==================== design 1
==> design_1/final_congestion.png <==
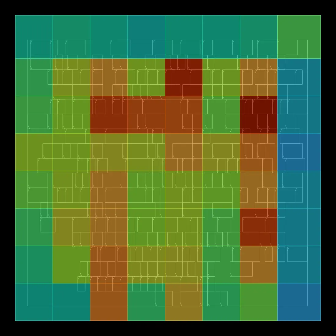

===== config.mk =====
export PLATFORM = sky130hd
export DESIGN_NAME = fwuart_tx_arb
export DESIGN_NICKNAME = d
export VERILOG_FILES = /design/src/rtl/fwuart_pkg.sv /design/src/rtl/fwuart_rr_pick.sv /design/src/rtl/fwuart_tx_arb.sv
export SDC_FILE = /design/constraint.sdc
export NUM_CORES = 1
export LEC_CHECK = 0
export ABC_AREA = 1
export CAP_MARGIN = 30
export CORE_MARGIN = 2
export CORE_UTILIZATION = 35
export DETAILED_ROUTE_END_ITERATION = 8
export GPL_TIMING_DRIVEN = 0
export PLACE_DENSITY = 0.8
export SETUP_SLACK_MARGIN = 0.5
export SYNTH_ARGS = -nofsm -noshare
export SYNTH_HDL_FRONTEND = slang
export SYNTH_HIERARCHICAL = 1
export SYNTH_SLANG_ARGS = --single-unit

===== constraint.sdc =====
create_clock -name clock -period 2.7 [get_ports clock]
set_input_delay 0.54 -clock clock [delete_from_list [all_inputs] [get_ports clock]]
set_output_delay 0.54 -clock clock [all_outputs]
set_load 0.02 [all_outputs]

===== src/rtl/fwuart_pkg.sv =====
// Shared types and helpers for the fwuart transmit-side arbiter: state encoding,
// default byte width and the round-robin winner search.
package fwuart_pkg;

  localparam int FWUART_DATA_WIDTH = 8;

  // Upper bound on requesters; rr_pick works on this width and callers zero-extend.
  localparam int RR_MAX_REQ = 8;
  localparam int RR_IDX_W   = 3;

  typedef logic [RR_IDX_W:0] rr_cnt_t;

  typedef enum logic {
    IDLE  = 1'b0,
    GRANT = 1'b1
  } arb_state_e;

  function automatic logic [RR_IDX_W-1:0] rr_pick(
    input logic [RR_MAX_REQ-1:0] valid,
    input logic [RR_IDX_W-1:0]   ptr,
    input rr_cnt_t               n_req
  );
    rr_cnt_t                idx;
    logic [RR_IDX_W-1:0]    win;
    logic                   found;
    win   = '0;
    found = 1'b0;
    // ptr < n_req and k < n_req, so a single subtract is enough to wrap
    for (int k = 0; k < RR_MAX_REQ; k++) begin
      idx = {1'b0, ptr} + rr_cnt_t'(k);
      if (idx >= n_req) begin
        idx = idx - n_req;
      end
      if (!found && (k < int'(n_req)) && valid[idx[RR_IDX_W-1:0]]) begin
        win   = idx[RR_IDX_W-1:0];
        found = 1'b1;
      end
    end
    return win;
  endfunction

endpackage


===== src/rtl/fwuart_rr_pick.sv =====
// Combinational rotating-priority picker: first valid requester at or after ptr,
// wrapping modulo N_REQ.
module fwuart_rr_pick
  import fwuart_pkg::*;
#(
  parameter int N_REQ = 4,
  parameter int IDX_W = $clog2(N_REQ)
) (
  input  logic [N_REQ-1:0] valid,
  input  logic [IDX_W-1:0] ptr,
  output logic             any_valid,
  output logic [IDX_W-1:0] winner
);

  logic [RR_IDX_W-1:0] pick;

  always_comb begin
    pick      = rr_pick(RR_MAX_REQ'(valid), RR_IDX_W'(ptr), rr_cnt_t'(N_REQ));
    winner    = IDX_W'(pick);
    any_valid = |valid;
  end

endmodule


===== src/rtl/fwuart_tx_arb.sv =====
// Round-robin arbiter sharing one fwuart_tx byte channel between N_REQ message
// sources; a grant is held until the source's last beat or the burst limit.
module fwuart_tx_arb
  import fwuart_pkg::*;
#(
  parameter int N_REQ      = 4,
  parameter int DATA_WIDTH = FWUART_DATA_WIDTH,
  parameter int MAX_BURST  = 0
) (
  input  logic                          clock,
  input  logic                          reset,
  input  logic [N_REQ*DATA_WIDTH-1:0]   i_data,
  input  logic [N_REQ-1:0]              i_valid,
  input  logic [N_REQ-1:0]              i_last,
  output logic [N_REQ-1:0]              i_ready,
  output logic [DATA_WIDTH-1:0]         t_data,
  output logic                          t_valid,
  input  logic                          t_ready,
  output logic                          busy,
  output logic [$clog2(N_REQ)-1:0]      gnt_id
);

  localparam int IDX_W = $clog2(N_REQ);
  localparam int CNT_W = (MAX_BURST == 0) ? 1 : $clog2(MAX_BURST + 1);
  localparam logic [CNT_W-1:0] CNT_MAX    = '1;
  localparam logic [CNT_W-1:0] BURST_LAST = (MAX_BURST == 0) ? '0 : CNT_W'(MAX_BURST - 1);

  arb_state_e            state_q, state_d;
  logic [IDX_W-1:0]      gnt_id_q, gnt_id_d;
  logic [IDX_W-1:0]      rr_ptr_q, rr_ptr_d;
  logic [CNT_W-1:0]      beat_cnt_q, beat_cnt_d;
  logic                  busy_q, busy_d;

  logic                  any_valid;
  logic [IDX_W-1:0]      winner;
  logic [IDX_W-1:0]      next_ptr;
  logic                  xfer;
  logic                  release_now;
  logic [DATA_WIDTH-1:0] req_data [N_REQ];

  fwuart_rr_pick #(
    .N_REQ (N_REQ),
    .IDX_W (IDX_W)
  ) u_pick (
    .valid     (i_valid),
    .ptr       (rr_ptr_q),
    .any_valid (any_valid),
    .winner    (winner)
  );

  always_comb begin
    for (int k = 0; k < N_REQ; k++) begin
      req_data[k] = i_data[k*DATA_WIDTH +: DATA_WIDTH];
    end
  end

  // Pass-through mux: the granted source talks straight to fwuart_tx, no buffering
  always_comb begin
    t_data  = '0;
    t_valid = 1'b0;
    i_ready = '0;
    if (state_q == GRANT) begin
      t_data           = req_data[gnt_id_q];
      t_valid          = i_valid[gnt_id_q];
      i_ready[gnt_id_q] = t_ready;
    end
  end

  always_comb begin
    xfer        = (state_q == GRANT) && t_valid && t_ready;
    release_now = xfer && (i_last[gnt_id_q] ||
                           ((MAX_BURST != 0) && (beat_cnt_q == BURST_LAST)));
    next_ptr    = (gnt_id_q == IDX_W'(N_REQ - 1)) ? '0 : gnt_id_q + 1'b1;
  end

  always_comb begin
    state_d    = state_q;
    gnt_id_d   = gnt_id_q;
    rr_ptr_d   = rr_ptr_q;
    beat_cnt_d = beat_cnt_q;
    case (state_q)
      IDLE: begin
        if (any_valid) begin
          state_d    = GRANT;
          gnt_id_d   = winner;
          beat_cnt_d = '0;
        end
      end
      GRANT: begin
        if (release_now) begin
          state_d    = IDLE;
          rr_ptr_d   = next_ptr;
          beat_cnt_d = '0;
        end else if (xfer && (beat_cnt_q != CNT_MAX)) begin
          beat_cnt_d = beat_cnt_q + 1'b1;
        end
      end
      default: state_d = IDLE;
    endcase
    busy_d = (state_d == GRANT);
  end

  always_ff @(posedge clock) begin
    if (reset) begin
      state_q    <= IDLE;
      gnt_id_q   <= '0;
      rr_ptr_q   <= '0;
      beat_cnt_q <= '0;
      busy_q     <= 1'b0;
    end else begin
      state_q    <= state_d;
      gnt_id_q   <= gnt_id_d;
      rr_ptr_q   <= rr_ptr_d;
      beat_cnt_q <= beat_cnt_d;
      busy_q     <= busy_d;
    end
  end

  assign busy   = busy_q;
  assign gnt_id = gnt_id_q;

endmodule


==================== design 2
<file path="src/rtl/calc_stream_controller_if.sv">
// Memory and ALU bus of the calculator stream controller.
// The master side is the controller; the slave side is memory plus the external ALU.
interface calc_stream_controller_if #(
  parameter int ADDR_W        = 9,
  parameter int DATA_W        = 32,
  parameter int MEM_WORD_SIZE = 64
);
  logic                     read;
  logic [ADDR_W-1:0]        r_addr;
  logic [MEM_WORD_SIZE-1:0] r_data;
  logic                     write;
  logic [ADDR_W-1:0]        w_addr;
  logic [MEM_WORD_SIZE-1:0] w_data;
  logic [DATA_W-1:0]        op_a;
  logic [DATA_W-1:0]        op_b;
  logic [DATA_W-1:0]        result_i;

  modport master (
    output read, r_addr, write, w_addr, w_data, op_a, op_b,
    input  r_data, result_i
  );

  modport slave (
    input  read, r_addr, write, w_addr, w_data, op_a, op_b,
    output r_data, result_i
  );
endinterface

</file>
<file path="src/rtl/calc_stream_controller.sv">
// Memory-to-memory sequencer: reads operand words, feeds the ALU one word at a time,
// and packs PACK results per written word into a write address window.
module calc_stream_controller #(
  parameter int ADDR_W        = 9,
  parameter int DATA_W        = 32,
  parameter int MEM_WORD_SIZE = 64,
  parameter int READ_LAT      = 1,
  parameter int PACK          = 2
) (
  input  logic              clk_i,
  input  logic              rst_i,
  input  logic              start_i,
  input  logic              abort_i,
  input  logic [ADDR_W-1:0] read_start_addr,
  input  logic [ADDR_W-1:0] read_end_addr,
  input  logic [ADDR_W-1:0] write_start_addr,
  input  logic [ADDR_W-1:0] write_end_addr,
  calc_stream_controller_if.master bus,
  output logic              busy_o,
  output logic              done_o,
  output logic              overflow_o,
  output logic              range_err_o
);
  localparam int RES_W  = MEM_WORD_SIZE / PACK;
  localparam int LANE_W = (PACK > 1) ? $clog2(PACK) : 1;
  localparam int CNT_W  = (READ_LAT > 1) ? $clog2(READ_LAT) : 1;

  typedef enum logic [2:0] {S_IDLE, S_READ, S_WAIT, S_EXEC, S_WRITE, S_DONE} state_t;

  state_t                     state, state_n;
  logic [ADDR_W-1:0]          rd_ptr, wr_ptr;
  logic [LANE_W-1:0]          lane;
  logic [CNT_W-1:0]           cnt;
  logic [PACK-1:0][RES_W-1:0] buffer;
  logic [RES_W-1:0]           res_lane;
  logic                       last_rd, last_lane, last_wait, last_wr, rev, abort_now;

  assign last_rd   = rd_ptr == read_end_addr;
  assign last_wr   = wr_ptr == write_end_addr;
  assign last_lane = lane == LANE_W'(PACK - 1);
  assign last_wait = cnt == CNT_W'(READ_LAT - 1);
  assign rev       = (read_start_addr > read_end_addr) || (write_start_addr > write_end_addr);
  assign busy_o    = !(state == S_IDLE || state == S_DONE);
  assign done_o    = state == S_DONE;
  assign abort_now = abort_i && busy_o;
  // Cast both truncates and zero-extends, whichever RES_W vs DATA_W calls for
  assign res_lane  = RES_W'(bus.result_i);

  always_ff @(posedge clk_i or posedge rst_i) begin
    if (rst_i) state <= S_IDLE;
    else       state <= state_n;
  end

  always_comb begin
    state_n    = state;
    bus.read   = 1'b0;
    bus.write  = 1'b0;
    bus.r_addr = rd_ptr;
    bus.w_addr = wr_ptr;
    bus.w_data = '0;
    case (state)
      S_IDLE, S_DONE: if (start_i) state_n = rev ? S_DONE : S_READ;
      S_READ: begin
        bus.read = 1'b1;
        state_n  = S_WAIT;
      end
      S_WAIT: if (last_wait) state_n = S_EXEC;
      S_EXEC: state_n = (last_lane || last_rd) ? S_WRITE : S_READ;
      S_WRITE: begin
        bus.write  = 1'b1;
        bus.w_data = buffer;
        state_n    = (last_rd || last_wr) ? S_DONE : S_READ;
      end
      default: state_n = S_IDLE;
    endcase
    if (abort_now) state_n = S_IDLE;
  end

  // Datapath freezes on abort so pointers and flags keep their pre-abort values
  always_ff @(posedge clk_i or posedge rst_i) begin
    if (rst_i) begin
      rd_ptr      <= '0;
      wr_ptr      <= '0;
      lane        <= '0;
      cnt         <= '0;
      buffer      <= '0;
      bus.op_a    <= '0;
      bus.op_b    <= '0;
      overflow_o  <= 1'b0;
      range_err_o <= 1'b0;
    end else if (!abort_now) begin
      case (state)
        S_IDLE, S_DONE: if (start_i) begin
          rd_ptr      <= read_start_addr;
          wr_ptr      <= write_start_addr;
          lane        <= '0;
          buffer      <= '0;
          overflow_o  <= 1'b0;
          range_err_o <= rev;
        end
        S_READ: cnt <= '0;
        S_WAIT: begin
          cnt <= cnt + CNT_W'(1);
          if (last_wait) begin
            bus.op_a <= bus.r_data[DATA_W-1:0];
            bus.op_b <= bus.r_data[MEM_WORD_SIZE-1:DATA_W];
          end
        end
        S_EXEC: begin
          buffer[lane] <= res_lane;
          if (!(last_lane || last_rd)) begin
            lane   <= lane + LANE_W'(1);
            rd_ptr <= rd_ptr + ADDR_W'(1);
          end
        end
        S_WRITE: begin
          buffer <= '0;
          lane   <= '0;
          if (!last_rd) begin
            if (last_wr) overflow_o <= 1'b1;
            else begin
              wr_ptr <= wr_ptr + ADDR_W'(1);
              rd_ptr <= rd_ptr + ADDR_W'(1);
            end
          end
        end
        default: ;
      endcase
    end
  end
endmodule

</file>
<file path="src/flat_wrapper.sv">
// flat-port wrapper written by rule: the top's interface ports become plain ports
module calc_stream_controller_flat 
#(
  parameter int ADDR_W        = 9,
  parameter int DATA_W        = 32,
  parameter int MEM_WORD_SIZE = 64,
  parameter int READ_LAT      = 1,
  parameter int PACK          = 2
)
  (clk_i, rst_i, start_i, abort_i, read_start_addr, read_end_addr, write_start_addr, write_end_addr, busy_o, done_o, overflow_o, range_err_o, bus_read, bus_r_addr, bus_write, bus_w_addr, bus_w_data, bus_op_a, bus_op_b, bus_r_data, bus_result_i);
  calc_stream_controller_if #(.ADDR_W(ADDR_W), .DATA_W(DATA_W), .MEM_WORD_SIZE(MEM_WORD_SIZE)) bus_i ();
  input  logic clk_i;
  input  logic rst_i;
  input  logic start_i;
  input  logic abort_i;
  input  logic [ADDR_W-1:0] read_start_addr;
  input  logic [ADDR_W-1:0] read_end_addr;
  input  logic [ADDR_W-1:0] write_start_addr;
  input  logic [ADDR_W-1:0] write_end_addr;
  output logic busy_o;
  output logic done_o;
  output logic overflow_o;
  output logic range_err_o;
  output wire logic [$bits(bus_i.read)-1:0] bus_read;
  output wire logic [$bits(bus_i.r_addr)-1:0] bus_r_addr;
  output wire logic [$bits(bus_i.write)-1:0] bus_write;
  output wire logic [$bits(bus_i.w_addr)-1:0] bus_w_addr;
  output wire logic [$bits(bus_i.w_data)-1:0] bus_w_data;
  output wire logic [$bits(bus_i.op_a)-1:0] bus_op_a;
  output wire logic [$bits(bus_i.op_b)-1:0] bus_op_b;
  input wire logic [$bits(bus_i.r_data)-1:0] bus_r_data;
  input wire logic [$bits(bus_i.result_i)-1:0] bus_result_i;
  assign bus_read = bus_i.read;
  assign bus_r_addr = bus_i.r_addr;
  assign bus_write = bus_i.write;
  assign bus_w_addr = bus_i.w_addr;
  assign bus_w_data = bus_i.w_data;
  assign bus_op_a = bus_i.op_a;
  assign bus_op_b = bus_i.op_b;
  assign bus_i.r_data = bus_r_data;
  assign bus_i.result_i = bus_result_i;
  calc_stream_controller #(.ADDR_W(ADDR_W), .DATA_W(DATA_W), .MEM_WORD_SIZE(MEM_WORD_SIZE), .READ_LAT(READ_LAT), .PACK(PACK)) u_core (.clk_i(clk_i), .rst_i(rst_i), .start_i(start_i), .abort_i(abort_i), .read_start_addr(read_start_addr), .read_end_addr(read_end_addr), .write_start_addr(write_start_addr), .write_end_addr(write_end_addr), .bus(bus_i), .busy_o(busy_o), .done_o(done_o), .overflow_o(overflow_o), .range_err_o(range_err_o));
endmodule
</file>
<file path="config.mk">
export PLATFORM = sky130hd
export DESIGN_NAME = calc_stream_controller_flat
export DESIGN_NICKNAME = d
export VERILOG_FILES = /design/src/rtl/calc_stream_controller_if.sv /design/src/rtl/calc_stream_controller.sv /design/src/flat_wrapper.sv
export SDC_FILE = /design/constraint.sdc
export NUM_CORES = 1
export LEC_CHECK = 0
export CORE_AREA = 4 4 139 141
export CTS_BUF_LIST = sky130_fd_sc_hd__clkbuf_2 sky130_fd_sc_hd__clkbuf_4 sky130_fd_sc_hd__clkbuf_8
export CTS_CLUSTER_DIAMETER = 80
export DETAILED_ROUTE_END_ITERATION = 16
export DIE_AREA = 0 0 143 145
export PLACE_DENSITY = 0.75
export SLEW_MARGIN = 20
export SYNTH_ARGS = -nofsm -noshare
export SYNTH_HDL_FRONTEND = slang
export SYNTH_SLANG_ARGS = --single-unit
</file>
<file path="constraint.sdc">
create_clock -name clk_i -period 5.9 [get_ports clk_i]
set_input_delay 1.77 -clock clk_i [delete_from_list [all_inputs] [get_ports clk_i]]
set_output_delay 1.77 -clock clk_i [all_outputs]
set_load 0.01 [all_outputs]
</file>
==================== design 3
===== src/rtl/bus_arbiter.sv =====
// bus_arbiter: fetch/mem arbiter onto one MMU port; f_*/m_* upstream req/resp, request_enable/req_*/response_enable/resp_data downstream, busy/grant_mem/proto_err status
module bus_arbiter #(
  parameter bit ROUND_ROBIN = 1'b1
) (
  input  logic        clk,
  input  logic        rst,
  input  logic        f_req_en,
  input  logic        f_req_mode,
  input  logic [31:0] f_req_addr,
  input  logic [31:0] f_req_wdata,
  input  logic [3:0]  f_req_wstrb,
  output logic        f_resp_en,
  output logic [31:0] f_resp_data,
  input  logic        m_req_en,
  input  logic        m_req_mode,
  input  logic [31:0] m_req_addr,
  input  logic [31:0] m_req_wdata,
  input  logic [3:0]  m_req_wstrb,
  output logic        m_resp_en,
  output logic [31:0] m_resp_data,
  output logic        request_enable,
  output logic        req_mode,
  output logic [31:0] req_addr,
  output logic [31:0] req_wdata,
  output logic [3:0]  req_wstrb,
  input  logic        response_enable,
  input  logic [31:0] resp_data,
  output logic        busy,
  output logic        grant_mem,
  output logic        proto_err
);
  typedef enum logic {IDLE, WAIT} state_t;
  state_t state, state_n;
  logic        f_pv, m_pv, f_pm, m_pm;
  logic [31:0] f_pa, m_pa, f_pw, m_pw;
  logic [3:0]  f_ps, m_ps;
  logic        f_cand, m_cand, grant, win_mem, f_own, m_own, f_cap, m_cap, err;
  logic        w_mode;
  logic [31:0] w_addr, w_wdata;
  logic [3:0]  w_wstrb;
  always_ff @(posedge clk)
    state <= rst ? IDLE : state_n;
  always_comb begin
    f_cand  = (state == IDLE) && (f_pv || f_req_en);
    m_cand  = (state == IDLE) && (m_pv || m_req_en);
    grant   = f_cand || m_cand;
    win_mem = m_cand && (!f_cand || (ROUND_ROBIN == 1'b0) || !grant_mem);
    f_own   = (state == WAIT) && !grant_mem;
    m_own   = (state == WAIT) && grant_mem;
    f_cap   = f_req_en && !f_pv && !f_own && !(grant && !win_mem);
    m_cap   = m_req_en && !m_pv && !m_own && !(grant && win_mem);
    err     = (f_req_en && (f_pv || f_own)) || (m_req_en && (m_pv || m_own)) ||
              ((state == IDLE) && response_enable);
    w_mode  = win_mem ? (m_pv ? m_pm : m_req_mode)  : (f_pv ? f_pm : f_req_mode);
    w_addr  = win_mem ? (m_pv ? m_pa : m_req_addr)  : (f_pv ? f_pa : f_req_addr);
    w_wdata = win_mem ? (m_pv ? m_pw : m_req_wdata) : (f_pv ? f_pw : f_req_wdata);
    w_wstrb = win_mem ? (m_pv ? m_ps : m_req_wstrb) : (f_pv ? f_ps : f_req_wstrb);
    state_n = (state == IDLE) ? (grant ? WAIT : IDLE) : (response_enable ? IDLE : WAIT);
  end
  always_comb
    busy = (state == WAIT);
  always_ff @(posedge clk) begin
    if (rst) begin
      {f_pv, m_pv, f_pm, m_pm, f_pa, m_pa, f_pw, m_pw, f_ps, m_ps} <= '0;
      {request_enable, req_mode, req_addr, req_wdata, req_wstrb} <= '0;
      {f_resp_en, m_resp_en, f_resp_data, m_resp_data, grant_mem, proto_err} <= '0;
    end else begin
      request_enable <= grant;
      f_resp_en      <= busy && response_enable && !grant_mem;
      m_resp_en      <= busy && response_enable && grant_mem;
      proto_err      <= proto_err || err;
      if (grant) begin
        grant_mem <= win_mem;
        req_mode  <= w_mode;
        req_addr  <= w_addr;
        req_wdata <= w_wdata;
        req_wstrb <= w_wstrb;
      end
      if (busy && response_enable && !grant_mem) f_resp_data <= resp_data;
      if (busy && response_enable && grant_mem) m_resp_data <= resp_data;
      if (grant && !win_mem) f_pv <= 1'b0;
      else if (f_cap) {f_pv, f_pm, f_pa, f_pw, f_ps} <= {1'b1, f_req_mode, f_req_addr, f_req_wdata, f_req_wstrb};
      if (grant && win_mem) m_pv <= 1'b0;
      else if (m_cap) {m_pv, m_pm, m_pa, m_pw, m_ps} <= {1'b1, m_req_mode, m_req_addr, m_req_wdata, m_req_wstrb};
    end
  end
endmodule


===== config.mk =====
export PLATFORM = sky130hd
export DESIGN_NAME = bus_arbiter
export DESIGN_NICKNAME = d
export VERILOG_FILES = /design/src/rtl/bus_arbiter.sv
export SDC_FILE = /design/constraint.sdc
export NUM_CORES = 1
export LEC_CHECK = 0
export CAP_MARGIN = 20
export CORE_MARGIN = 10
export CORE_UTILIZATION = 41
export CTS_CLUSTER_DIAMETER = 30
export DETAILED_ROUTE_END_ITERATION = 10
export PLACE_DENSITY = 0.79
export SETUP_SLACK_MARGIN = 0.1
export SLEW_MARGIN = 10
export SYNTH_ARGS = -nofsm -noshare
export SYNTH_HDL_FRONTEND = slang
export SYNTH_SLANG_ARGS = --single-unit

===== constraint.sdc =====
create_clock -name clk -period 2.72 [get_ports clk]
set_clock_uncertainty 0.2 [all_clocks]
set_input_delay 0.68 -clock clk [delete_from_list [all_inputs] [get_ports clk]]
set_output_delay 0.68 -clock clk [all_outputs]
set_load 0.005 [all_outputs]

==> design_1/drive_strength.png <==
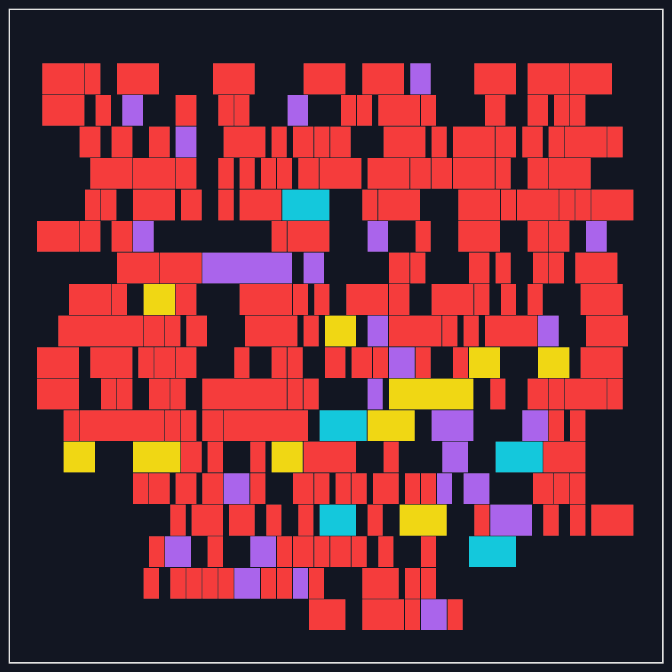
legend:
  cyan:
    size: drive 6 and up
    cells: 5
    most_used: buf_6
  yellow:
    size: drive 3 to 4
    cells: 10
    most_used: clkbuf_4
  red:
    size: drive 1 or less
    cells: 200
    most_used: nor2_1
  purple:
    size: drive 2
    cells: 25
    most_used: nand2_2
design area: 0.001560 mm2
final worst slack: 524.1 ps
Area Growth Syn to Fin: 63.22%
non-clock buffer count: 65

About design_1/final_congestion.png:
fin util: 0.6186
wire per inst: 11.56 um
met1 Resource Use GR: 0.2577
Tot GR Track Use: 0.1936

==> out/results.ini, design 1 <==
[placed_design]
preCtsSetupSlack_ps=77.20

[final_timing]
skew_ps=5.635
maxSlewViolCount=0
slew_headroom=0.7868
fmax_ghz=0.4596

[critical_path]
critical-path-top-delay-family=buffers and inverters
crit_path_start=i_data[6]
cp.buffers_inverters=2
crit_path_cell_trace=clkdlybuf4s50_1, nor2_1, nor2_1, o21ai_1, a21oi_1, clkdlybuf4s15_1
rr_worst_depth=12

[synthesis]
ys_top_logic_family=simple AND/OR/NAND/NOR gates
ys_top_cells_by_area=nor2_1, nand2_1, dfxtp_1
synthFlopType=dfxtp_1
most_common_cell=nor2_1
synth.cell_area_um2=955.9
synth.largest_area_cell=nor2_1
synthArstFlopShare=0
synth_area_per_cell_um2=5.370

[cells_and_area]
clock_area_frac=0.01684

[detailed_routing]
routed_wl_um=3120
vias=1245

[run_status]
status=finished, final reports clean

[hold_path]
worstHoldPathCells=2
whs_endpoint=rr_ptr_q[0]
hp-class=flip-flop to flip-flop

[floorplanning]
die_area_mm2=0.003165
die_h_um=56.26
taps=30

[clocking]
cts_max_path_buffers=2
cts_made_buffers=3

## design 1: worst register-to-register path, stage by stage, from the launching register on
cell	delay, ps
dfxtp_1	340
buf_6	150
inv_6	50
nand2_1	50
nand2_1	80
nand2_1	80
nand2_1	50
nand2_1	50
inv_1	60
o21ai_0	150
nand2_1	70
o21ai_0	150
a21oi_1	60
## design 1: what timing repair did
action,in CTS,in global routing
setup endpoints to repair,13,13
endpoints found under the hold margin,0,0
resized,35,14
setup buffers,0,0
## design 1: layer usage
| metal | vias up | GRT usage | share of wire |
|---|---|---|---|
| li1 | 683 | - | - |
| met1 | 512 | 0.2577 | 0.45 |
| met2 | 42 | 0.3059 | 0.45 |
| met3 | 8 | 0.04608 | 0.068 |
| met4 | 0 | 0.06463 | 0.024 |
| met5 | - | 0 | 0 |
## design 1: power breakdown
group           total, W  switching, W  internal (W)  leakage (nW)
logic           0.000353      0.000194      0.000159         0.715
registers      0.0000918     0.0000101     0.0000817        0.0416
clock network  0.0000890     0.0000330     0.0000560        0.0150
## design 1: flip-flops by register name (all words and copies together) (netlist names)
signal,flops
gnt_id,2
rr_ptr_q,2
busy,1
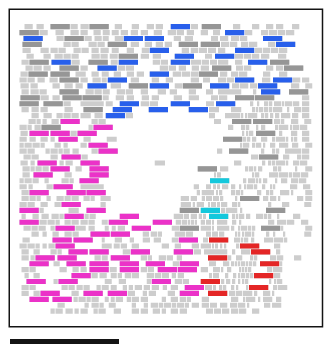
(design_2/registers.png)
The bar under the picture is 50 um long.
legend:
  magenta:
    netlist_name: u_core.buffer
    flops: 64
  blue:
    netlist_name: u_core.bus.op_a
    flops: 32
  red:
    netlist_name: u_core.bus.w_addr
    flops: 9
    where: lower right
  cyan:
    netlist_name: u_core.state
    flops: 3
not colored: 45
Flop+latch power: 0.00169 W
FF/Latch Area: 0.003829 mm2

==> design_2/metal_stack.png <==
Two of the layers only.
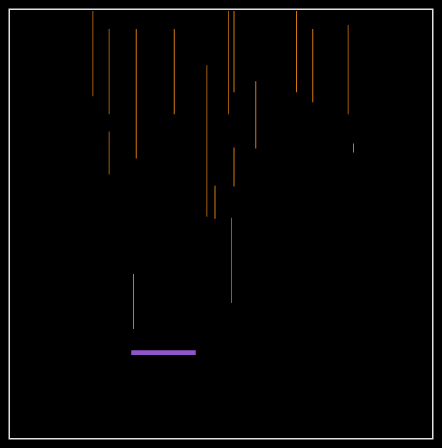
legend:
  orange:
    layer: met4
    wire_length: 434 um
  purple:
    layer: met5
    wire_length: 20.2 um
via count: 6060
DRT Wirelength: 21210 um

==> out/results.ini, design 2 <==
[clocking]
clockRootBuffer=clkbuf_8
clkSinkCount=153

[final_timing]
maxSlewViolCount=0
hold_viol=0

[synthesis]
common_cells=dfrtp_1, a22o_1, and2_1, mux2_2, a21oi_1
compound_area_frac=0.1559
synth.cell_area_mm2=0.007289

[power]
p_switching_w=0.001576
clockPowerShare=0.196
vdd_drop_max_mv=0.2365

[detailed_routing]
wl_met3_um=1365
drtAntennaViolNets=0

[critical_path]
rr_worst_depth=8

[grt]
grt_usage=0.2040

[cells_and_area]
top_regs=u_core.buffer x64, u_core.bus.op_a x32, u_core.bus.op_b x32
drive_gt1_frac=0.1297

[placed_design]
post-dp-hpwl_um=15430
io_buffers=287

[run_status]
status=finished, final reports clean

[job]
cap_violations=0

[design 2: power groups by stage]
stage	logic [W]	registers, W	clock network [W]
2_1_floorplan	0.000920	0.00177	0
3_3_place_gp	0.00193	0.00169	0
3_5_place_dp	0.00195	0.00171	0
4_1_cts	0.00196	0.00169	0.000908
5_1_grt	0.00209	0.00175	0.000953
6_report	0.00194	0.00169	0.000883
[design 2: layout make-up]
type                            instances  share of cell area
Tap cell                              229             0.02654
Sequential cell                       153              0.3546
Timing Repair Buffer                  295              0.2728
Multi-Input combinational cell        416              0.2942
Clock inverter                         13             0.01796
Clock buffer                           18             0.02295
Inverter                               30             0.01089
[design 2: cells in the final DEF (no fill, tap or decap), types with 20 or more instances in the layout]
cell type        Yosys  layout
clkdlybuf4s50_1      0     287
dfrtp_1            153     153
a22o_1              65      65
and2_1              64      64
mux2_2              64      64
a21oi_1             31      31
nand2_1             28      28
inv_1               29      27
o21ai_0             22      22
ha_1                20      20
[design 2: critical path, delay by kind of cell, from the launching register on]
| family | cells | cell delay, ps |
|---|---|---|
| flip-flops | 1 | 530 |
| buffers and inverters | 3 | 1310 |
| AND/OR/NAND/NOR | 2 | 670 |
==> design_3/drive_strength.png <==
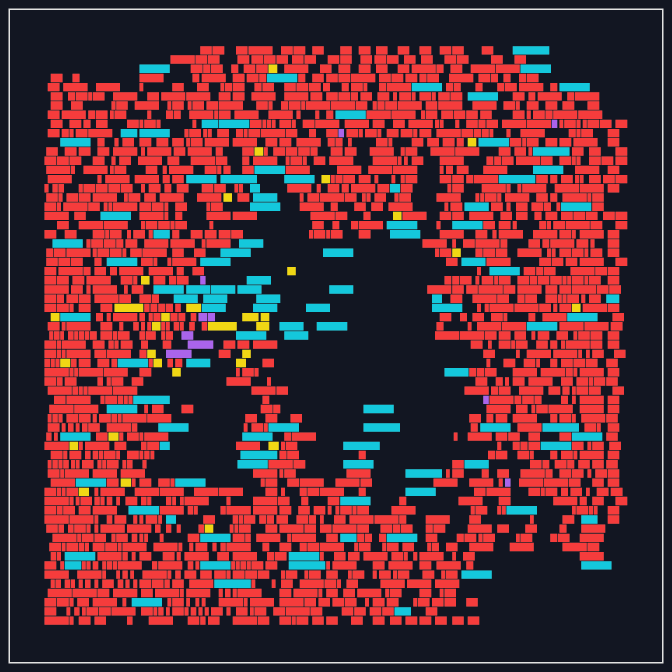
legend:
  cyan:
    size: drive 6 and up
    cells: 105
    most_used: clkbuf_16
  purple:
    size: drive 2
    cells: 10
    most_used: clkinv_2
  red:
    size: drive 1 or less
    cells: 1508
    most_used: clkdlybuf4s50_1
  yellow:
    size: drive 3 to 4
    cells: 31
    most_used: buf_4
design area: 0.01800 mm2
final worst slack: 204.9 ps
Area Growth Syn to Fin: 47.04%
non-clock buffer count: 344

==> out/results.ini, design 3 <==
[run_status]
status=finished, final reports clean

[clocking]
tritoncts=done
ctsHoldBuffers=0

[job]
warnings=32

[cells_and_area]
clkbuf_count=73
seq_area_mm2=0.005595

[synthesis]
ys_top_logic_family=multiplexers
synth_cells=1309
ys_seq_share=0.4562
ys_chip_area_mm2=0.01224
most_common_cell=dfxtp_1
edf_count=0
synthFlopType=dfxtp_1

[critical_path]
slowest_delay_ps=620
cp.buffers_inverters=1
regToRegStartpoint=m_pv

[grt]
grt_usage=0.2003
gr-usage-met2=0.3337

[floorplanning]
core_area_mm2=0.02956

[hold_path]
hp-class=flip-flop to flip-flop

[final_timing]
slew_headroom=0.6500
worst_pin_slew_ps=525.0

[power]
swShare=0.2466
p_switching_w=0.003545

[detailed_routing]
wl_met1_um=15420
routedWlPerCell_um=18.79

[design 3: metrics by stage]
| step | setup slack, ps | std cells | TNS [ps] | util | total power (W) |
|---|---|---|---|---|---|
| 6_report | 204.9 | 2046 | 0 | 0.6091 | 0.01437 |
| 3_5_place_dp | -3.379 | 1934 | -8.888 | 0.5354 | 0.006782 |
| 3_3_place_gp | 86.69 | 1934 | 0 | 0.5354 | 0.006736 |
| 4_1_cts | 118.9 | 2044 | 0 | 0.6088 | 0.01450 |
| 2_1_floorplan | 676.9 | 1309 | 0 | - | 0.005750 |
| 5_1_grt | 144.8 | 2045 | 0 | 0.6090 | 0.01492 |
[design 3: worst max path at each step]
stage                          from      endpoint  slack (ps)  depth (start not counted)
after floorplan                 rst       f_pa[0]         680                          5
after global placement     m_req_en       f_pa[8]          90                          7
after detailed placement   f_req_en  req_addr[29]          -3                          6
after CTS                 grant_mem     grant_mem         120                          1
after global routing           busy          busy         140                          1
final                          busy          busy         200                          1
[design 3: registers in the layout, summed over array words and instances, names as in the netlist, 4 cells and up]
register,flops
m_resp_data,32
m_ps,4
req_wdata,32
f_ps,4
f_resp_data,32
m_pw,32
f_pa,32
req_addr,32
f_pw,32
m_pa,32
req_wstrb,4

==================== design 4
===== src/rtl/vend_pkg.sv =====
// Shared types and coin constants for the vending controller.
package vend_pkg;

  typedef enum logic [1:0] {
    IDLE   = 2'd0,
    CREDIT = 2'd1,
    VEND   = 2'd2,
    CHANGE = 2'd3
  } state_t;

  localparam int unsigned COIN_5  = 5;
  localparam int unsigned COIN_10 = 10;
  localparam int unsigned COIN_20 = 20;

  function automatic logic coin_legal(input logic [31:0] value);
    return (value == COIN_5) || (value == COIN_10) || (value == COIN_20);
  endfunction

endpackage


===== src/rtl/vend_price_mux.sv =====
// Picks price and stock flag of the selected product; out-of-range ids read as sold out.
// Purely combinational.
module vend_price_mux #(
  parameter int N_PRODUCTS = 4,
  parameter int CREDIT_W   = 8
) (
  input  logic [N_PRODUCTS*CREDIT_W-1:0]  price,
  input  logic [N_PRODUCTS-1:0]           sold_out,
  input  logic [$clog2(N_PRODUCTS)-1:0]   sel_id,
  output logic [CREDIT_W-1:0]             sel_price,
  output logic                            sel_bad
);

  always_comb begin
    sel_price = '0;
    sel_bad   = 1'b1;
    for (int i = 0; i < N_PRODUCTS; i++) begin
      if (32'(sel_id) == 32'(i)) begin
        sel_price = price[i*CREDIT_W +: CREDIT_W];
        sel_bad   = sold_out[i];
      end
    end
  end

endmodule


===== src/rtl/vend_ctrl.sv =====
// Vending controller: coin credit, selection check, dispense and change handshakes.
// Optional idle auto-refund from CREDIT is built when VEND_TIMEOUT_EN is defined.
module vend_ctrl
  import vend_pkg::*;
#(
  parameter int N_PRODUCTS  = 4,
  parameter int CREDIT_W    = 8,
  parameter int COIN_W      = 5,
  parameter int TIMEOUT_CYC = 1000
) (
  input  logic                            clock,
  input  logic                            reset,
  input  logic                            coin_valid,
  input  logic [COIN_W-1:0]               coin_value,
  output logic                            coin_reject,
  input  logic                            sel_valid,
  input  logic [$clog2(N_PRODUCTS)-1:0]   sel_id,
  input  logic                            cancel,
  input  logic [N_PRODUCTS*CREDIT_W-1:0]  price,
  input  logic [N_PRODUCTS-1:0]           sold_out,
  output logic                            dispense_valid,
  input  logic                            dispense_ready,
  output logic [$clog2(N_PRODUCTS)-1:0]   dispense_id,
  output logic                            change_valid,
  input  logic                            change_ready,
  output logic [CREDIT_W-1:0]             change_amount,
  output logic [CREDIT_W-1:0]             credit,
  output logic                            busy,
  output logic                            err_insufficient,
  output logic                            err_sold_out
);

  if (N_PRODUCTS < 2 || N_PRODUCTS > 16 || TIMEOUT_CYC < 1 || COIN_W > CREDIT_W) begin : g_param_check
    $error("vend_ctrl: parameter out of range");
  end

  state_t state;

  logic [CREDIT_W-1:0] sel_price;
  logic                sel_bad;
  logic                insufficient;
  logic                sel_ok;
  logic [CREDIT_W:0]   coin_sum;
  logic                coin_ok;
  logic                cancel_eff;

  vend_price_mux #(
    .N_PRODUCTS (N_PRODUCTS),
    .CREDIT_W   (CREDIT_W)
  ) u_price_mux (
    .price     (price),
    .sold_out  (sold_out),
    .sel_id    (sel_id),
    .sel_price (sel_price),
    .sel_bad   (sel_bad)
  );

  // Extra carry bit catches credit overflow before it wraps.
  assign coin_sum     = {1'b0, credit} + (CREDIT_W+1)'(coin_value);
  assign coin_ok      = coin_legal(32'(coin_value)) && !coin_sum[CREDIT_W];
  assign insufficient = credit < sel_price;
  assign sel_ok       = sel_valid && !sel_bad && !insufficient;

`ifdef VEND_TIMEOUT_EN
  localparam int TO_W = $clog2(TIMEOUT_CYC + 1);
  logic [TO_W-1:0] to_cnt;
  logic            timeout;

  assign timeout    = (state == CREDIT) && (to_cnt == TO_W'(TIMEOUT_CYC - 1))
                      && !(coin_valid && coin_ok);
  assign cancel_eff = cancel || timeout;

  always_ff @(posedge clock) begin
    if (reset || state != CREDIT || (coin_valid && coin_ok)) begin
      to_cnt <= '0;
    end else begin
      to_cnt <= to_cnt + 1'b1;
    end
  end
`else
  assign cancel_eff = cancel;
`endif

  always_ff @(posedge clock) begin
    if (reset) begin
      state            <= IDLE;
      credit           <= '0;
      coin_reject      <= 1'b0;
      dispense_valid   <= 1'b0;
      dispense_id      <= '0;
      change_valid     <= 1'b0;
      change_amount    <= '0;
      busy             <= 1'b0;
      err_insufficient <= 1'b0;
      err_sold_out     <= 1'b0;
    end else begin
      coin_reject      <= 1'b0;
      err_insufficient <= 1'b0;
      err_sold_out     <= 1'b0;
      case (state)
        IDLE, CREDIT: begin
          if (state == CREDIT && cancel_eff) begin
            state         <= CHANGE;
            change_valid  <= 1'b1;
            change_amount <= credit;
            busy          <= 1'b1;
            coin_reject   <= coin_valid;
          end else if (sel_ok) begin
            state          <= VEND;
            dispense_valid <= 1'b1;
            dispense_id    <= sel_id;
            credit         <= credit - sel_price;
            busy           <= 1'b1;
            coin_reject    <= coin_valid;
          end else begin
            // A failed selection still lets a same-cycle coin through.
            err_sold_out     <= sel_valid && sel_bad;
            err_insufficient <= sel_valid && !sel_bad && insufficient;
            if (coin_valid) begin
              if (coin_ok) begin
                credit <= coin_sum[CREDIT_W-1:0];
                state  <= CREDIT;
              end else begin
                coin_reject <= 1'b1;
              end
            end
          end
        end
        VEND: begin
          coin_reject <= coin_valid;
          if (dispense_ready) begin
            dispense_valid <= 1'b0;
            if (credit != '0) begin
              state         <= CHANGE;
              change_valid  <= 1'b1;
              change_amount <= credit;
            end else begin
              state <= IDLE;
              busy  <= 1'b0;
            end
          end
        end
        CHANGE: begin
          coin_reject <= coin_valid;
          if (change_ready) begin
            change_valid  <= 1'b0;
            change_amount <= '0;
            credit        <= '0;
            state         <= IDLE;
            busy          <= 1'b0;
          end
        end
        default: state <= IDLE;
      endcase
    end
  end

endmodule


===== config.mk =====
export PLATFORM = sky130hd
export DESIGN_NAME = vend_ctrl
export DESIGN_NICKNAME = d
export VERILOG_FILES = /design/src/rtl/vend_pkg.sv /design/src/rtl/vend_price_mux.sv /design/src/rtl/vend_ctrl.sv
export SDC_FILE = /design/constraint.sdc
export NUM_CORES = 1
export LEC_CHECK = 0
export CAP_MARGIN = 0
export CORE_AREA = 2 2 58 88
export CTS_BUF_LIST = sky130_fd_sc_hd__clkbuf_16
export CTS_CLUSTER_DIAMETER = 80
export DETAILED_ROUTE_END_ITERATION = 6
export DIE_AREA = 0 0 60 90
export PLACE_DENSITY = 0.88
export SLEW_MARGIN = 5
export SYNTH_ARGS = -nofsm -noshare
export SYNTH_HDL_FRONTEND = slang
export SYNTH_SLANG_ARGS = --single-unit

===== constraint.sdc =====
create_clock -name clock -period 3.4 [get_ports clock]
set_input_delay 0.34 -clock clock [delete_from_list [all_inputs] [get_ports clock]]
set_output_delay 0.34 -clock clock [all_outputs]
set_load 0.03 [all_outputs]

==================== design 5
===== config.mk =====
export PLATFORM = sky130hd
export DESIGN_NAME = xl_sender
export DESIGN_NICKNAME = d
export VERILOG_FILES = /design/src/rtl/xl_sender.sv
export SDC_FILE = /design/constraint.sdc
export NUM_CORES = 1
export LEC_CHECK = 0
export CORE_ASPECT_RATIO = 1.2
export CORE_MARGIN = 2
export CORE_UTILIZATION = 35
export DETAILED_ROUTE_END_ITERATION = 10
export DONT_BUFFER_PORTS = 1
export SETUP_SLACK_MARGIN = 0.4
export SYNTH_ARGS = -nofsm -noshare
export SYNTH_HDL_FRONTEND = slang
export SYNTH_SLANG_ARGS = --single-unit

===== constraint.sdc =====
create_clock -name clk -period 4.3 [get_ports clk]
set_input_delay 1.29 -clock clk [delete_from_list [all_inputs] [get_ports clk]]
set_output_delay 1.29 -clock clk [all_outputs]
set_load 0.005 [all_outputs]

===== src/rtl/xl_sender.sv =====
// -----------------------------------------------------------------------------
// xl_sender
//
// Purpose:
//   Serial frame transmitter. A sampled start request sends the 7-bit PATTERN
//   MSB first on dout, one bit per cycle. The line is then held idle-high for
//   GAP cycles before the next frame may begin. done pulses for one cycle at
//   the start of the gap, and frame_cnt counts completed frames, wrapping
//   from 255 to 0.
//
// Parameters:
//   PATTERN  7-bit frame pattern, transmitted MSB first
//   GAP      idle-high cycles after each frame (legal range 1..15)
//
// Ports:
//   clk        in   rising-edge clock
//   rst        in   synchronous active-high reset
//   start      in   frame request, level-sampled on rising clk edges
//   dout       out  serial line, idle level 1 (registered)
//   busy       out  high during frame bits and gap cycles (registered)
//   done       out  one-cycle pulse in the first gap cycle (registered)
//   frame_cnt  out  8-bit count of completed frames (registered)
//
// Configuration:
//   XL_SENDER_BURST_EN  when defined, start sampled at the edge that ends the
//                       last gap cycle begins the next frame directly, with no
//                       idle cycle in between. When undefined, start is
//                       sampled only in IDLE, so at least one idle cycle
//                       always separates frames.
// -----------------------------------------------------------------------------
module xl_sender #(
  parameter logic [6:0] PATTERN = 7'b010_0010,
  parameter int         GAP     = 2
) (
  input  logic       clk,
  input  logic       rst,
  input  logic       start,
  output logic       dout,
  output logic       busy,
  output logic       done,
  output logic [7:0] frame_cnt
);

  // Reject gap lengths that cannot be represented by the 4-bit gap counter.
  if (GAP < 1 || GAP > 15) begin : g_bad_gap
    $error("xl_sender: GAP must be in the range 1..15");
  end

  typedef enum logic [1:0] {
    S_IDLE,
    S_SEND,
    S_GAP
  } state_t;

  localparam logic [3:0] GAP_LAST = 4'(GAP - 1);

  state_t     state;
  logic [2:0] idx;
  logic [3:0] gap_cnt;
  logic [2:0] idx_next;

  assign idx_next = idx - 3'd1;

  // The state register describes the cycle currently being driven. All
  // outputs are computed together with the next state, so dout, busy, done
  // and frame_cnt are registered and line up with the state they belong to.
  always_ff @(posedge clk) begin
    if (rst) begin
      state     <= S_IDLE;
      idx       <= 3'd6;
      gap_cnt   <= 4'd0;
      dout      <= 1'b1;
      busy      <= 1'b0;
      done      <= 1'b0;
      frame_cnt <= 8'd0;
    end else begin
      case (state)
        S_IDLE: begin
          done <= 1'b0;
          if (start) begin
            state <= S_SEND;
            idx   <= 3'd6;
            dout  <= PATTERN[6];
            busy  <= 1'b1;
          end else begin
            dout <= 1'b1;
            busy <= 1'b0;
          end
        end

        S_SEND: begin
          busy <= 1'b1;
          if (idx == 3'd0) begin
            // Last bit is on the line now; the next cycle is the first gap
            // cycle, which carries the done pulse and the counter update.
            state     <= S_GAP;
            gap_cnt   <= 4'd0;
            dout      <= 1'b1;
            done      <= 1'b1;
            frame_cnt <= frame_cnt + 8'd1;
          end else begin
            idx  <= idx_next;
            dout <= PATTERN[idx_next];
            done <= 1'b0;
          end
        end

        S_GAP: begin
          done <= 1'b0;
          if (gap_cnt == GAP_LAST) begin
`ifdef XL_SENDER_BURST_EN
            if (start) begin
              state <= S_SEND;
              idx   <= 3'd6;
              dout  <= PATTERN[6];
              busy  <= 1'b1;
            end else begin
              state <= S_IDLE;
              dout  <= 1'b1;
              busy  <= 1'b0;
            end
`else
            state <= S_IDLE;
            dout  <= 1'b1;
            busy  <= 1'b0;
`endif
            gap_cnt <= 4'd0;
          end else begin
            gap_cnt <= gap_cnt + 4'd1;
            dout    <= 1'b1;
            busy    <= 1'b1;
          end
        end

        default: begin
          state <= S_IDLE;
          dout  <= 1'b1;
          busy  <= 1'b0;
          done  <= 1'b0;
        end
      endcase
    end
  end

endmodule


==> design_4/drive_strength.png <==
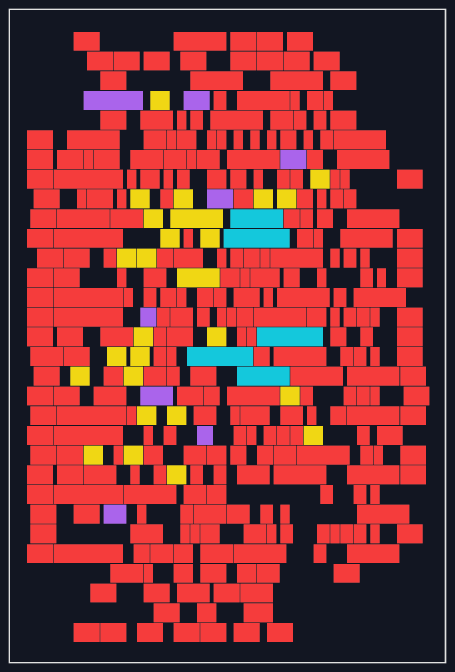
legend:
  cyan:
    size: drive 6 and up
    cells: 5
    most_used: clkbuf_16
  red:
    size: drive 1 or less
    cells: 295
    most_used: clkdlybuf4s50_1
  yellow:
    size: drive 3 to 4
    cells: 26
    most_used: buf_4
  purple:
    size: drive 2
    cells: 8
    most_used: or2_2

==> design_4/final_congestion.png <==
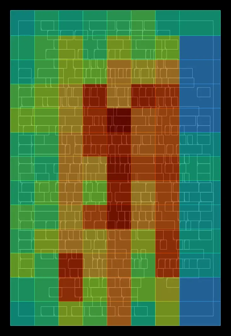
wire per inst: 14.04 um
grt met2 use: 0.4103
busiest grt layer: met2
fin util: 0.6697
met3 Use GR: 0.02446

==> out/results.ini, design 4 <==
[synthesis]
edf_count=0
synth_flops=26
synthArstFlopShare=0

[power]
power.group.top=sequential cells
internal-power_w=0.0006141

[cells_and_area]
fillers=383
antenna_cells=0
comb_cells=190

[hold_path]
hold_path.startpoint=change_amount[7]

[detailed_routing]
first_pass_iters=4
drt_iter0_markers=70

[critical_path]
worstPathRequired_ps=3580
crit_path_start=price[8]
crit_type=input port to flip-flop

[clocking]
cts_made_buffers=3
htree_levels=1

[final_timing]
fin_crit_ps=3119
worst_pin_slew_ps=576.9

[run_status]
status=finished, final reports clean

[placed_design]
place.gp.congestion=0.8898

==> design 4: placed cells by master, fill, tap and decap left out, types with 2 or more instances in the layout <==
master           instances
a2111o_1                 2
a211oi_1                 6
a21o_1                   2
a21oi_1                 22
a221oi_1                 2
a31oi_1                  5
and3_1                   2
buf_12                   2
buf_4                   24
clkbuf_16                3
clkdlybuf4s50_1         72
dfxtp_1                 26
fa_1                     2
ha_1                    13
inv_1                   16
mux2i_1                  6
mux4_1                   8
nand2_1                 28
nand3_1                 13
nor2_1                  15
nor2b_1                  3
nor3_1                   5
nor4_1                   2
o21a_1                   3
o21ai_0                 10
o21bai_1                 2
o22ai_1                  3
o31a_1                   2
o41ai_1                  3
or2_2                    2
or3_1                    3
xnor2_1                  2
xor2_1                   5
==> design 4: worst register-to-register path, cell delays in order, from the launching register on <==
cell and delay, ps:
dfxtp_1 480, inv_1 90, ha_1 230, fa_1 390, and2b_2 260, o31ai_2 60
buf_4 160, a211oi_4 220, nor3_2 90, buf_12 150, or3_1 350, a21oi_1 170
==> design 4: timing repair <==
item | in CTS | in global routing
buffers inserted | 0 | 1
setup endpoints to repair | 0 | 8
gates resized | 0 | 2
hold endpoints to repair | 0 | 0
==> design_5/gate_families.png <==
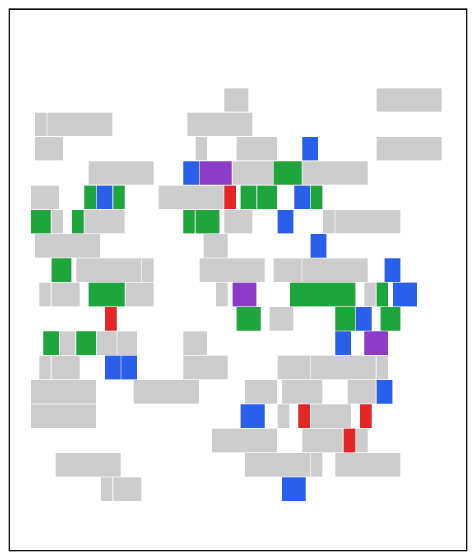
legend:
  red:
    family: inverters
    cells: 5
  green:
    family: NAND gates
    cells: 19
  blue:
    family: inverting AOI/OAI gates
    cells: 15
  purple:
    family: AND-OR and OR-AND gates
    cells: 3

==> out/results.ini, design 5 <==
[synthesis]
synth_area_per_cell_um2=9.180
yosysWarnings=0
synthFlopType=dfxtp_1
ys_chip_area_um2=927.1

[power]
swShare=0.2210
power_clock_w=0.000111
power.leakage_nw=0.4189

[clocking]
clkSinkCount=20
clockRootBuffer=clkbuf_4

[critical_path]
worst_ep_arrival_time_ps=770

[grt]
grt_pass1_vias=660
grt_pass1_wl_um=2932

[run_status]
status=finished, final reports clean

[final_timing]
period_used_share=0.4780
skew_ps=7.006
setup_viol=0
finalWorstSetupSlack_ps=2244
slew_headroom=0.7505

[detailed_routing]
drtAntennaViolNets=0
routed_wl_um=1698
drc=0
wl_met1_um=816

[cells_and_area]
mostFrequentLayoutCells=dfxtp_1, nor2_1, a21oi_1, nand2_1, ha_1
layout_top_cell=dfxtp_1

[floorplanning]
die_w_um=50.99
ios=14

[job]
warnings=28

[placed_design]
preCtsSetupSlack_ps=2425

==> design 5: final cells by class <==
class	count	area, um2
sequential	20	400.4
inverter	5	18.77
multi-input combinational	72	484.2
tap	33	41.29
fill	270	1546
clock buffer	4	36.28
==> design 5: Yosys cell counts, drive strengths merged (2+ instances only) <==
master  number  area [um2]
a21oi        9       45.04
nor4bb       2       20.02
o21bai       3       22.52
o21ai        3       15.01
xor2         3       26.28
nand3        2       10.01
nand2        7       33.78
nor2        14       52.55
ha           6       75.07
xnor2        4       35.03
clkbuf       2       7.510
nand2b       3       18.77
buf          2       16.26
nand3b       3       35.03
dfxtp       20       400.4
inv          5       18.77
nand4        3       18.77
==> design 5: path summary, 6_finish.rpt <==
path | from | to | slack (ps) | depth (start not counted)
worst min register to register | gap_cnt[2] | gap_cnt[2] | 510 | 2
worst max register to register | idx[0] | frame_cnt[6] | 2420 | 7
worst max-delay path | frame_cnt[3] | frame_cnt[3] | 2240 | 0
worst min-delay path | gap_cnt[2] | gap_cnt[2] | 510 | 2
==> design 5: worst reg2reg max path: stages, from the launching register on <==
cell	delay (ps)
dfxtp_1	340
inv_1	80
ha_1	150
ha_1	280
and3b_1	440
nand2_4	90
or3_1	300
a21oi_1	140


==> gallery <==
Metal layers overlaid.
Two of the layers only.
(a)
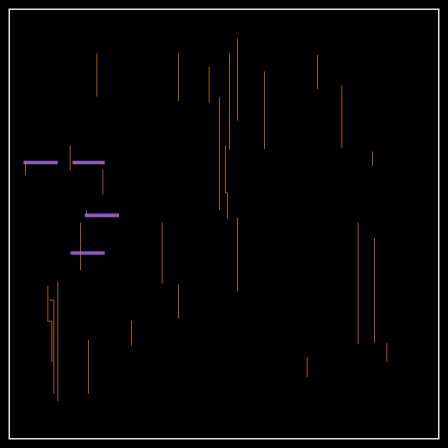
(b)
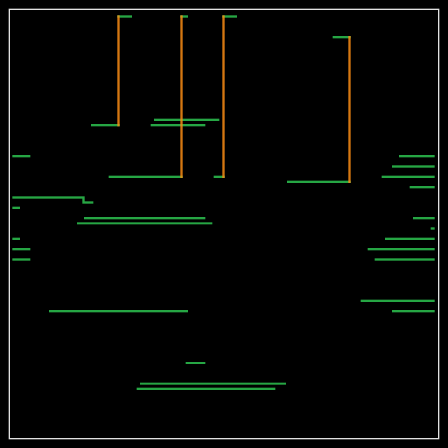
(c)
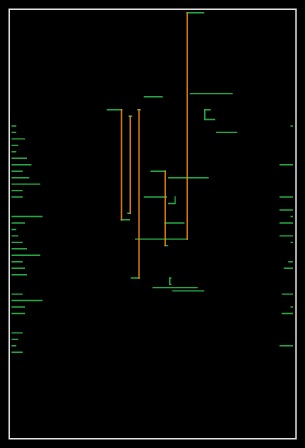
(d)
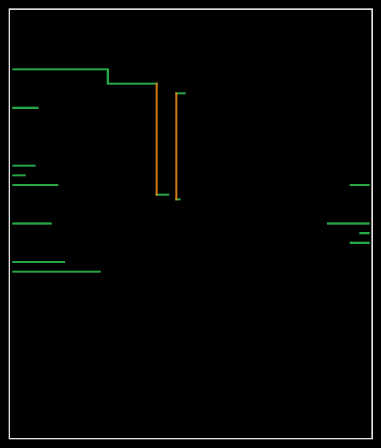
- most wire: (a)
- least wire: (d)
| picture | from |
|---|---|
| (b) | design 1 |
| (d) | design 5 |
| (c) | design 4 |
| (a) | design 3 |

Power and IR drop assume default switching activity.
